######## dmem_arbiter ########
## config.mk

```make
export PLATFORM = sky130hd
export DESIGN_NAME = dmem_arbiter
export DESIGN_NICKNAME = d
export VERILOG_FILES = /design/src/rtl/dmem_arbiter.sv
export SDC_FILE = /design/constraint.sdc
export NUM_CORES = 1
export LEC_CHECK = 0
export CAP_MARGIN = 20
export CORE_AREA = 2 2 85 87
export DETAILED_ROUTE_END_ITERATION = 8
export DIE_AREA = 0 0 87 89
export PLACE_DENSITY = 0.75
export SLEW_MARGIN = 15
export SYNTH_ARGS = -nofsm -noshare
export SYNTH_HDL_FRONTEND = slang
export SYNTH_SLANG_ARGS = --single-unit
export TNS_END_PERCENT = 1
```

## constraint.sdc

```tcl
create_clock -name clk -period 2.5 [get_ports clk]
set_input_delay 0.25 -clock clk [delete_from_list [all_inputs] [get_ports clk]]
set_output_delay 0.25 -clock clk [all_outputs]
set_load 0.02 [all_outputs]
```

## src/rtl/dmem_arbiter.sv

```systemverilog
// Data-memory arbiter between the pipeline MEM stage (CPU) and the loader/dump DMA port.
// CPU wins by default; DMA is forced through after MAX_WAIT consecutive losing cycles.
module dmem_arbiter #(
  parameter int unsigned DATA_W   = 32,
  parameter int unsigned ADDR_W   = 5,
  parameter int unsigned MAX_WAIT = 4
) (
  input  logic              clk,
  input  logic              rstN,
  input  logic              cpu_req,
  input  logic              cpu_we,
  input  logic [ADDR_W-1:0] cpu_addr,
  input  logic [DATA_W-1:0] cpu_wdata,
  output logic              cpu_gnt,
  output logic              cpu_stall,
  output logic              cpu_rvalid,
  output logic [DATA_W-1:0] cpu_rdata,
  input  logic              dma_req,
  input  logic              dma_we,
  input  logic [ADDR_W-1:0] dma_addr,
  input  logic [DATA_W-1:0] dma_wdata,
  output logic              dma_gnt,
  output logic              dma_rvalid,
  output logic [DATA_W-1:0] dma_rdata,
  output logic              mem_en,
  output logic              mem_we,
  output logic [ADDR_W-1:0] mem_addr,
  output logic [DATA_W-1:0] mem_wdata,
  input  logic [DATA_W-1:0] mem_rdata
);

  typedef enum logic {StIdle, StRdWait} rdStateT;

  localparam logic [3:0] MaxWait = 4'(MAX_WAIT);

  rdStateT    state, stateNext;
  logic       rdOwner, rdOwnerNext;  // 0 = CPU, 1 = DMA
  logic [3:0] waitCnt, waitCntNext;
  logic       forceDma;
  logic       rdGrant;

  // Grant and memory-side mux
  always_comb begin
    forceDma  = dma_req && (waitCnt == MaxWait);
    dma_gnt   = dma_req && (!cpu_req || forceDma);
    cpu_gnt   = cpu_req && !dma_gnt;
    cpu_stall = cpu_req && !cpu_gnt;
    mem_en    = cpu_gnt || dma_gnt;
    mem_we    = 1'b0;
    mem_addr  = '0;
    mem_wdata = '0;
    if (dma_gnt) begin
      mem_we    = dma_we;
      mem_addr  = dma_addr;
      mem_wdata = dma_wdata;
    end else if (cpu_gnt) begin
      mem_we    = cpu_we;
      mem_addr  = cpu_addr;
      mem_wdata = cpu_wdata;
    end
  end

  // Starvation counter saturates at MaxWait; any DMA grant or idle DMA clears it
  always_comb begin
    waitCntNext = 4'd0;
    if (dma_req && !dma_gnt) begin
      waitCntNext = (waitCnt >= MaxWait) ? MaxWait : waitCnt + 4'd1;
    end
  end

  // Read-return tracking: remember who issued the read granted this cycle
  always_comb begin
    rdGrant     = (cpu_gnt && !cpu_we) || (dma_gnt && !dma_we);
    stateNext   = StIdle;
    rdOwnerNext = rdOwner;
    if (rdGrant) begin
      stateNext   = StRdWait;
      rdOwnerNext = dma_gnt;
    end
  end

  always_ff @(posedge clk or negedge rstN) begin
    if (!rstN) begin
      state   <= StIdle;
      rdOwner <= 1'b0;
      waitCnt <= 4'd0;
    end else begin
      state   <= stateNext;
      rdOwner <= rdOwnerNext;
      waitCnt <= waitCntNext;
    end
  end

  always_comb begin
    cpu_rvalid = (state == StRdWait) && !rdOwner;
    dma_rvalid = (state == StRdWait) && rdOwner;
    cpu_rdata  = cpu_rvalid ? mem_rdata : '0;
    dma_rdata  = dma_rvalid ? mem_rdata : '0;
  end

endmodule

```

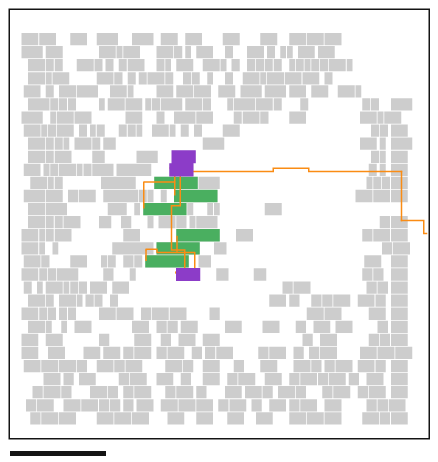
(dmem_arbiter/clock_map.png)
Bar = 20 µm.
[cells driving clock nets] purple | count: 3
[flip-flops] green | count: 6
[clock wires] orange | length: 148 µm
flops lie	centre

==> out/qor.txt <==
number of enable flip-flop cells: 0
Clock Buffer Count: 3
DR iter-0 viols: 69
I/O Buffers: 219
worst hold margin: 276 ps
Hold Path Class: input pin to asynchronous set/reset pin
maxcap violations: 0
metal2 WL: 3710 µm
grt total ovfl: 0
Synth Area in Simple Gates: 0.595
worst path bufs/invs: 4
fin crit share: 0.956
vias post-DR: 2389
beginning of the critical path: waitCnt[0]
final antenna diode count: 0
status: finished, final reports clean
Post-DP Area: 3640 µm²
Worst R2R End: rdOwner
Init Core Util: 0.207
Reg2Reg Depth: 6
worst r2r src: waitCnt[0]
Worst path top cell family by delay: buffers and inverters
final worst slack: 111 ps
main logic family after synthesis: simple AND/OR/NAND/NOR gates
net load switching power: 392 µW
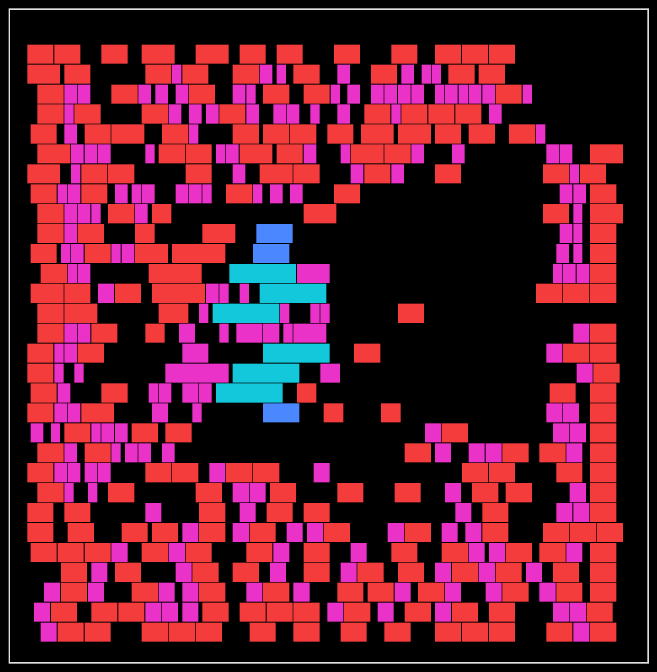
(dmem_arbiter/cell_classes.png)
class	colour	cells
other buffers and delay cells	red	229
flip-flops	cyan	6
cells driving clock nets	blue	3
all other logic	magenta	203


######## uparc_branch_resolve ########
[src/rtl/uparc_branch_resolve.sv]
// uparc_branch_resolve
//   Registered branch/trap resolution stage between decode and memory,
//   alongside the ALU. It resolves MIPS-I jump/branch conditions, evaluates
//   conditional traps, annuls the delay slot of not-taken branch-likely
//   instructions, flags misaligned targets and keeps saturating
//   taken/not-taken statistics.
//
// Ports
//   clk, rst          clock, asynchronous active-high reset
//   i_stall           hold everything (except the counter clear)
//   i_nullify         kill the instruction being captured
//   i_jump, i_likely, i_link, i_trap_op   decoded control
//   i_rs_val, i_rt_val                    operands
//   i_target, i_pc_p0                     jump target, return address
//   i_cnt_clr         synchronous statistics clear
//   o_jump_valid/o_jump_addr     taken branch and its target
//   o_link_valid/o_link_addr     link write and return address
//   o_addr_error                 taken with a misaligned target
//   o_cond_trap                  trap condition true
//   o_slot_nullify               delay slot must be annulled upstream
//   o_taken_cnt/o_nt_cnt         saturating statistics
//
// FSM states
//   state   | meaning
//   IDLE    | normal capture
//   KILL    | holds a not-taken likely branch; next capture is the delay
//           | slot and is killed
module uparc_branch_resolve #(
  parameter int DATA_WIDTH  = 32,
  parameter int ADDR_WIDTH  = 32,
  parameter int CNT_WIDTH   = 16,
  parameter int BRLIKELY_EN = 1,
  parameter int TRAP_EN     = 1
) (
  input  logic                  clk,
  input  logic                  rst,
  input  logic                  i_stall,
  input  logic                  i_nullify,
  input  logic [3:0]            i_jump,
  input  logic                  i_likely,
  input  logic                  i_link,
  input  logic [2:0]            i_trap_op,
  input  logic [DATA_WIDTH-1:0] i_rs_val,
  input  logic [DATA_WIDTH-1:0] i_rt_val,
  input  logic [ADDR_WIDTH-1:0] i_target,
  input  logic [ADDR_WIDTH-1:0] i_pc_p0,
  input  logic                  i_cnt_clr,
  output logic                  o_jump_valid,
  output logic [ADDR_WIDTH-1:0] o_jump_addr,
  output logic                  o_link_valid,
  output logic [ADDR_WIDTH-1:0] o_link_addr,
  output logic                  o_addr_error,
  output logic                  o_cond_trap,
  output logic                  o_slot_nullify,
  output logic [CNT_WIDTH-1:0]  o_taken_cnt,
  output logic [CNT_WIDTH-1:0]  o_nt_cnt
);

  localparam logic LIKELY_ON = (BRLIKELY_EN != 0);
  localparam logic TRAP_ON   = (TRAP_EN != 0);
  localparam logic [CNT_WIDTH-1:0] CNT_ONE = {{(CNT_WIDTH-1){1'b0}}, 1'b1};

  typedef enum logic {
    ST_IDLE = 1'b0,
    ST_KILL = 1'b1
  } state_e;

  state_e                state_q, state_d;
  logic                  jump_valid_q, jump_valid_d;
  logic [ADDR_WIDTH-1:0] jump_addr_q, jump_addr_d;
  logic                  link_valid_q, link_valid_d;
  logic [ADDR_WIDTH-1:0] link_addr_q, link_addr_d;
  logic                  cond_trap_q, cond_trap_d;
  logic [CNT_WIDTH-1:0]  taken_cnt_q, taken_cnt_d;
  logic [CNT_WIDTH-1:0]  nt_cnt_q, nt_cnt_d;

  logic is_cond;
  logic taken;
  logic trap_hit;
  logic kill;
  logic rs_neg;
  logic rs_zero;
  logic ops_eq;
  logic lt_signed;
  logic lt_unsigned;

  assign rs_neg      = i_rs_val[DATA_WIDTH-1];
  assign rs_zero     = (i_rs_val == '0);
  assign ops_eq      = (i_rs_val == i_rt_val);
  assign lt_signed   = ($signed(i_rs_val) < $signed(i_rt_val));
  assign lt_unsigned = (i_rs_val < i_rt_val);

  always_comb begin
    is_cond = 1'b0;
    taken   = 1'b0;
    case (i_jump)
      4'd1, 4'd2: taken = 1'b1;
      4'd3: begin is_cond = 1'b1; taken = ops_eq; end
      4'd4: begin is_cond = 1'b1; taken = !ops_eq; end
      4'd5: begin is_cond = 1'b1; taken = rs_neg || rs_zero; end
      4'd6: begin is_cond = 1'b1; taken = !rs_neg && !rs_zero; end
      4'd7: begin is_cond = 1'b1; taken = rs_neg; end
      4'd8: begin is_cond = 1'b1; taken = !rs_neg; end
      default: ;
    endcase
  end

  always_comb begin
    trap_hit = 1'b0;
    case (i_trap_op)
      3'd1: trap_hit = ops_eq;
      3'd2: trap_hit = !ops_eq;
      3'd3: trap_hit = lt_signed;
      3'd4: trap_hit = lt_unsigned;
      3'd5: trap_hit = !lt_signed;
      3'd6: trap_hit = !lt_unsigned;
      default: ;
    endcase
  end

  assign kill = i_nullify || (state_q == ST_KILL);

  always_comb begin
    state_d      = state_q;
    jump_valid_d = jump_valid_q;
    jump_addr_d  = jump_addr_q;
    link_valid_d = link_valid_q;
    link_addr_d  = link_addr_q;
    cond_trap_d  = cond_trap_q;
    taken_cnt_d  = taken_cnt_q;
    nt_cnt_d     = nt_cnt_q;

    if (!i_stall) begin
      if (kill) begin
        // Addresses keep their old value; they are meaningless without valid.
        jump_valid_d = 1'b0;
        link_valid_d = 1'b0;
        cond_trap_d  = 1'b0;
        state_d      = ST_IDLE;
      end else begin
        jump_valid_d = taken;
        jump_addr_d  = i_target;
        link_valid_d = taken && i_link;
        link_addr_d  = i_pc_p0;
        cond_trap_d  = TRAP_ON && trap_hit;
        state_d      = (LIKELY_ON && i_likely && is_cond && !taken) ? ST_KILL : ST_IDLE;
        if (taken && (taken_cnt_q != '1)) begin
          taken_cnt_d = taken_cnt_q + CNT_ONE;
        end
        if (is_cond && !taken && (nt_cnt_q != '1)) begin
          nt_cnt_d = nt_cnt_q + CNT_ONE;
        end
      end
    end

    // Clear wins over increment and also acts while stalled.
    if (i_cnt_clr) begin
      taken_cnt_d = '0;
      nt_cnt_d    = '0;
    end
  end

  always_ff @(posedge clk or posedge rst) begin
    if (rst) begin
      state_q      <= ST_IDLE;
      jump_valid_q <= 1'b0;
      jump_addr_q  <= '0;
      link_valid_q <= 1'b0;
      link_addr_q  <= '0;
      cond_trap_q  <= 1'b0;
      taken_cnt_q  <= '0;
      nt_cnt_q     <= '0;
    end else begin
      state_q      <= state_d;
      jump_valid_q <= jump_valid_d;
      jump_addr_q  <= jump_addr_d;
      link_valid_q <= link_valid_d;
      link_addr_q  <= link_addr_d;
      cond_trap_q  <= cond_trap_d;
      taken_cnt_q  <= taken_cnt_d;
      nt_cnt_q     <= nt_cnt_d;
    end
  end

  assign o_jump_valid   = jump_valid_q;
  assign o_jump_addr    = jump_addr_q;
  assign o_link_valid   = link_valid_q;
  assign o_link_addr    = link_addr_q;
  assign o_addr_error   = jump_valid_q && (|jump_addr_q[1:0]);
  assign o_cond_trap    = cond_trap_q;
  assign o_slot_nullify = LIKELY_ON && (state_q == ST_KILL);
  assign o_taken_cnt    = taken_cnt_q;
  assign o_nt_cnt       = nt_cnt_q;

endmodule

[config.mk]
export PLATFORM = sky130hd
export DESIGN_NAME = uparc_branch_resolve
export DESIGN_NICKNAME = d
export VERILOG_FILES = /design/src/rtl/uparc_branch_resolve.sv
export SDC_FILE = /design/constraint.sdc
export NUM_CORES = 1
export LEC_CHECK = 0
export CAP_MARGIN = 10
export CORE_MARGIN = 5
export CORE_UTILIZATION = 43
export CTS_CLUSTER_DIAMETER = 40
export DETAILED_ROUTE_END_ITERATION = 8
export GPL_ROUTABILITY_DRIVEN = 0
export PLACE_DENSITY = 0.82
export SLEW_MARGIN = 0
export SYNTH_ARGS = -nofsm -noshare
export SYNTH_HDL_FRONTEND = slang
export SYNTH_SLANG_ARGS = --single-unit
[constraint.sdc]
create_clock -name clk -period 4.1 [get_ports clk]
set_clock_uncertainty 0.05 [all_clocks]
set_input_delay 0.82 -clock clk [delete_from_list [all_inputs] [get_ports clk]]
set_output_delay 0.82 -clock clk [all_outputs]
set_load 0.01 [all_outputs]
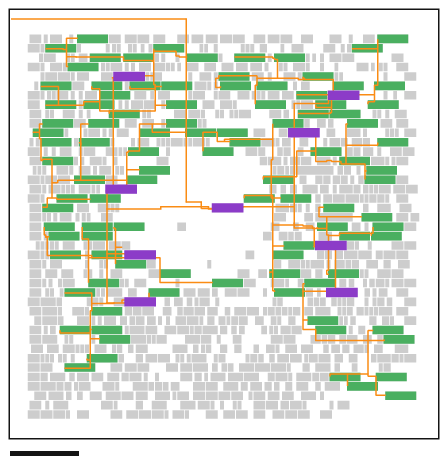
(uparc_branch_resolve/clock_map.png)
Bar = 20 µm.
[clock wires] orange | length: 1260 µm
[flip-flops] green | count: 100
[cells driving clock nets] purple | count: 9
routed clock nets	10
flops lie	widely spread

==> out/qor.txt <==
GR peak layer: met2
die height: 124 µm
Nets: 1085
FILL cells: 1086
status: finished, final reports clean
Data buffer area share: 0.294
largest stage delay on the critical path: 630 ps
net load switching power: 725 µW
worst path bufs/invs: 2
first-pass GRT wire length: 27000 µm
Non-clock buffers: 253
Power Density: 318 nW/µm²
Combinational Area: 2820 µm²
DRC errors left: 0
# Cells Yosys: 672
worst r2r src: o_nt_cnt[2]
crit path time final: 3780 ps
Tot Pwr: 2.71 mW
Peak VDD IR: 180 µV
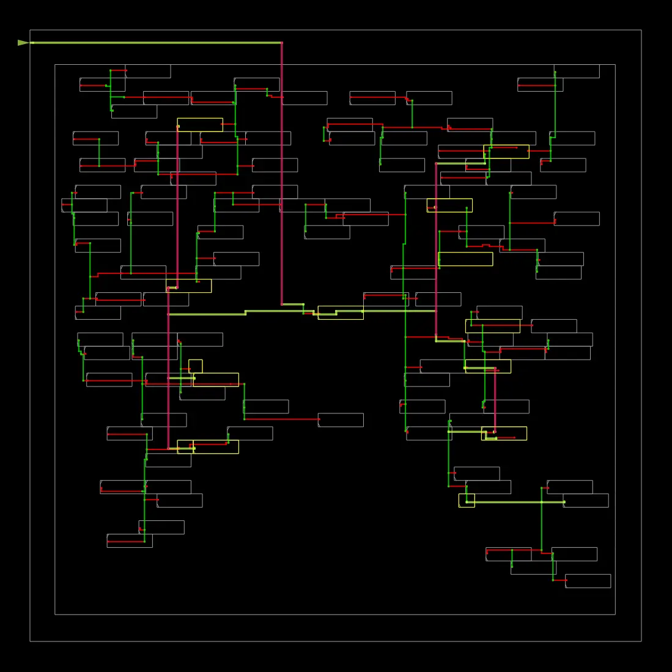
(uparc_branch_resolve/final_clocks.png)
Clock Buffer Count: 9
Clk Latency, worst-skew pair: 340 ps
flip-flops: 100
TritonCTS buffer count: 9
clock sinks: 100



==> screenshots <==
Gate families picked out.
picture 1
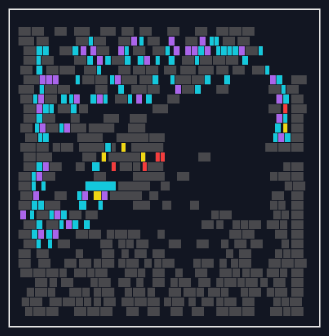
picture 2
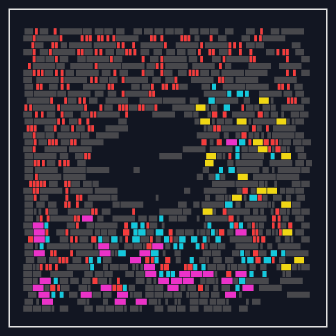
picture 1 -> dmem_arbiter
picture 2 -> uparc_branch_resolve
The one with the most cells is picture 2.

No activity file was given, so power comes from the tool's default toggle rates.
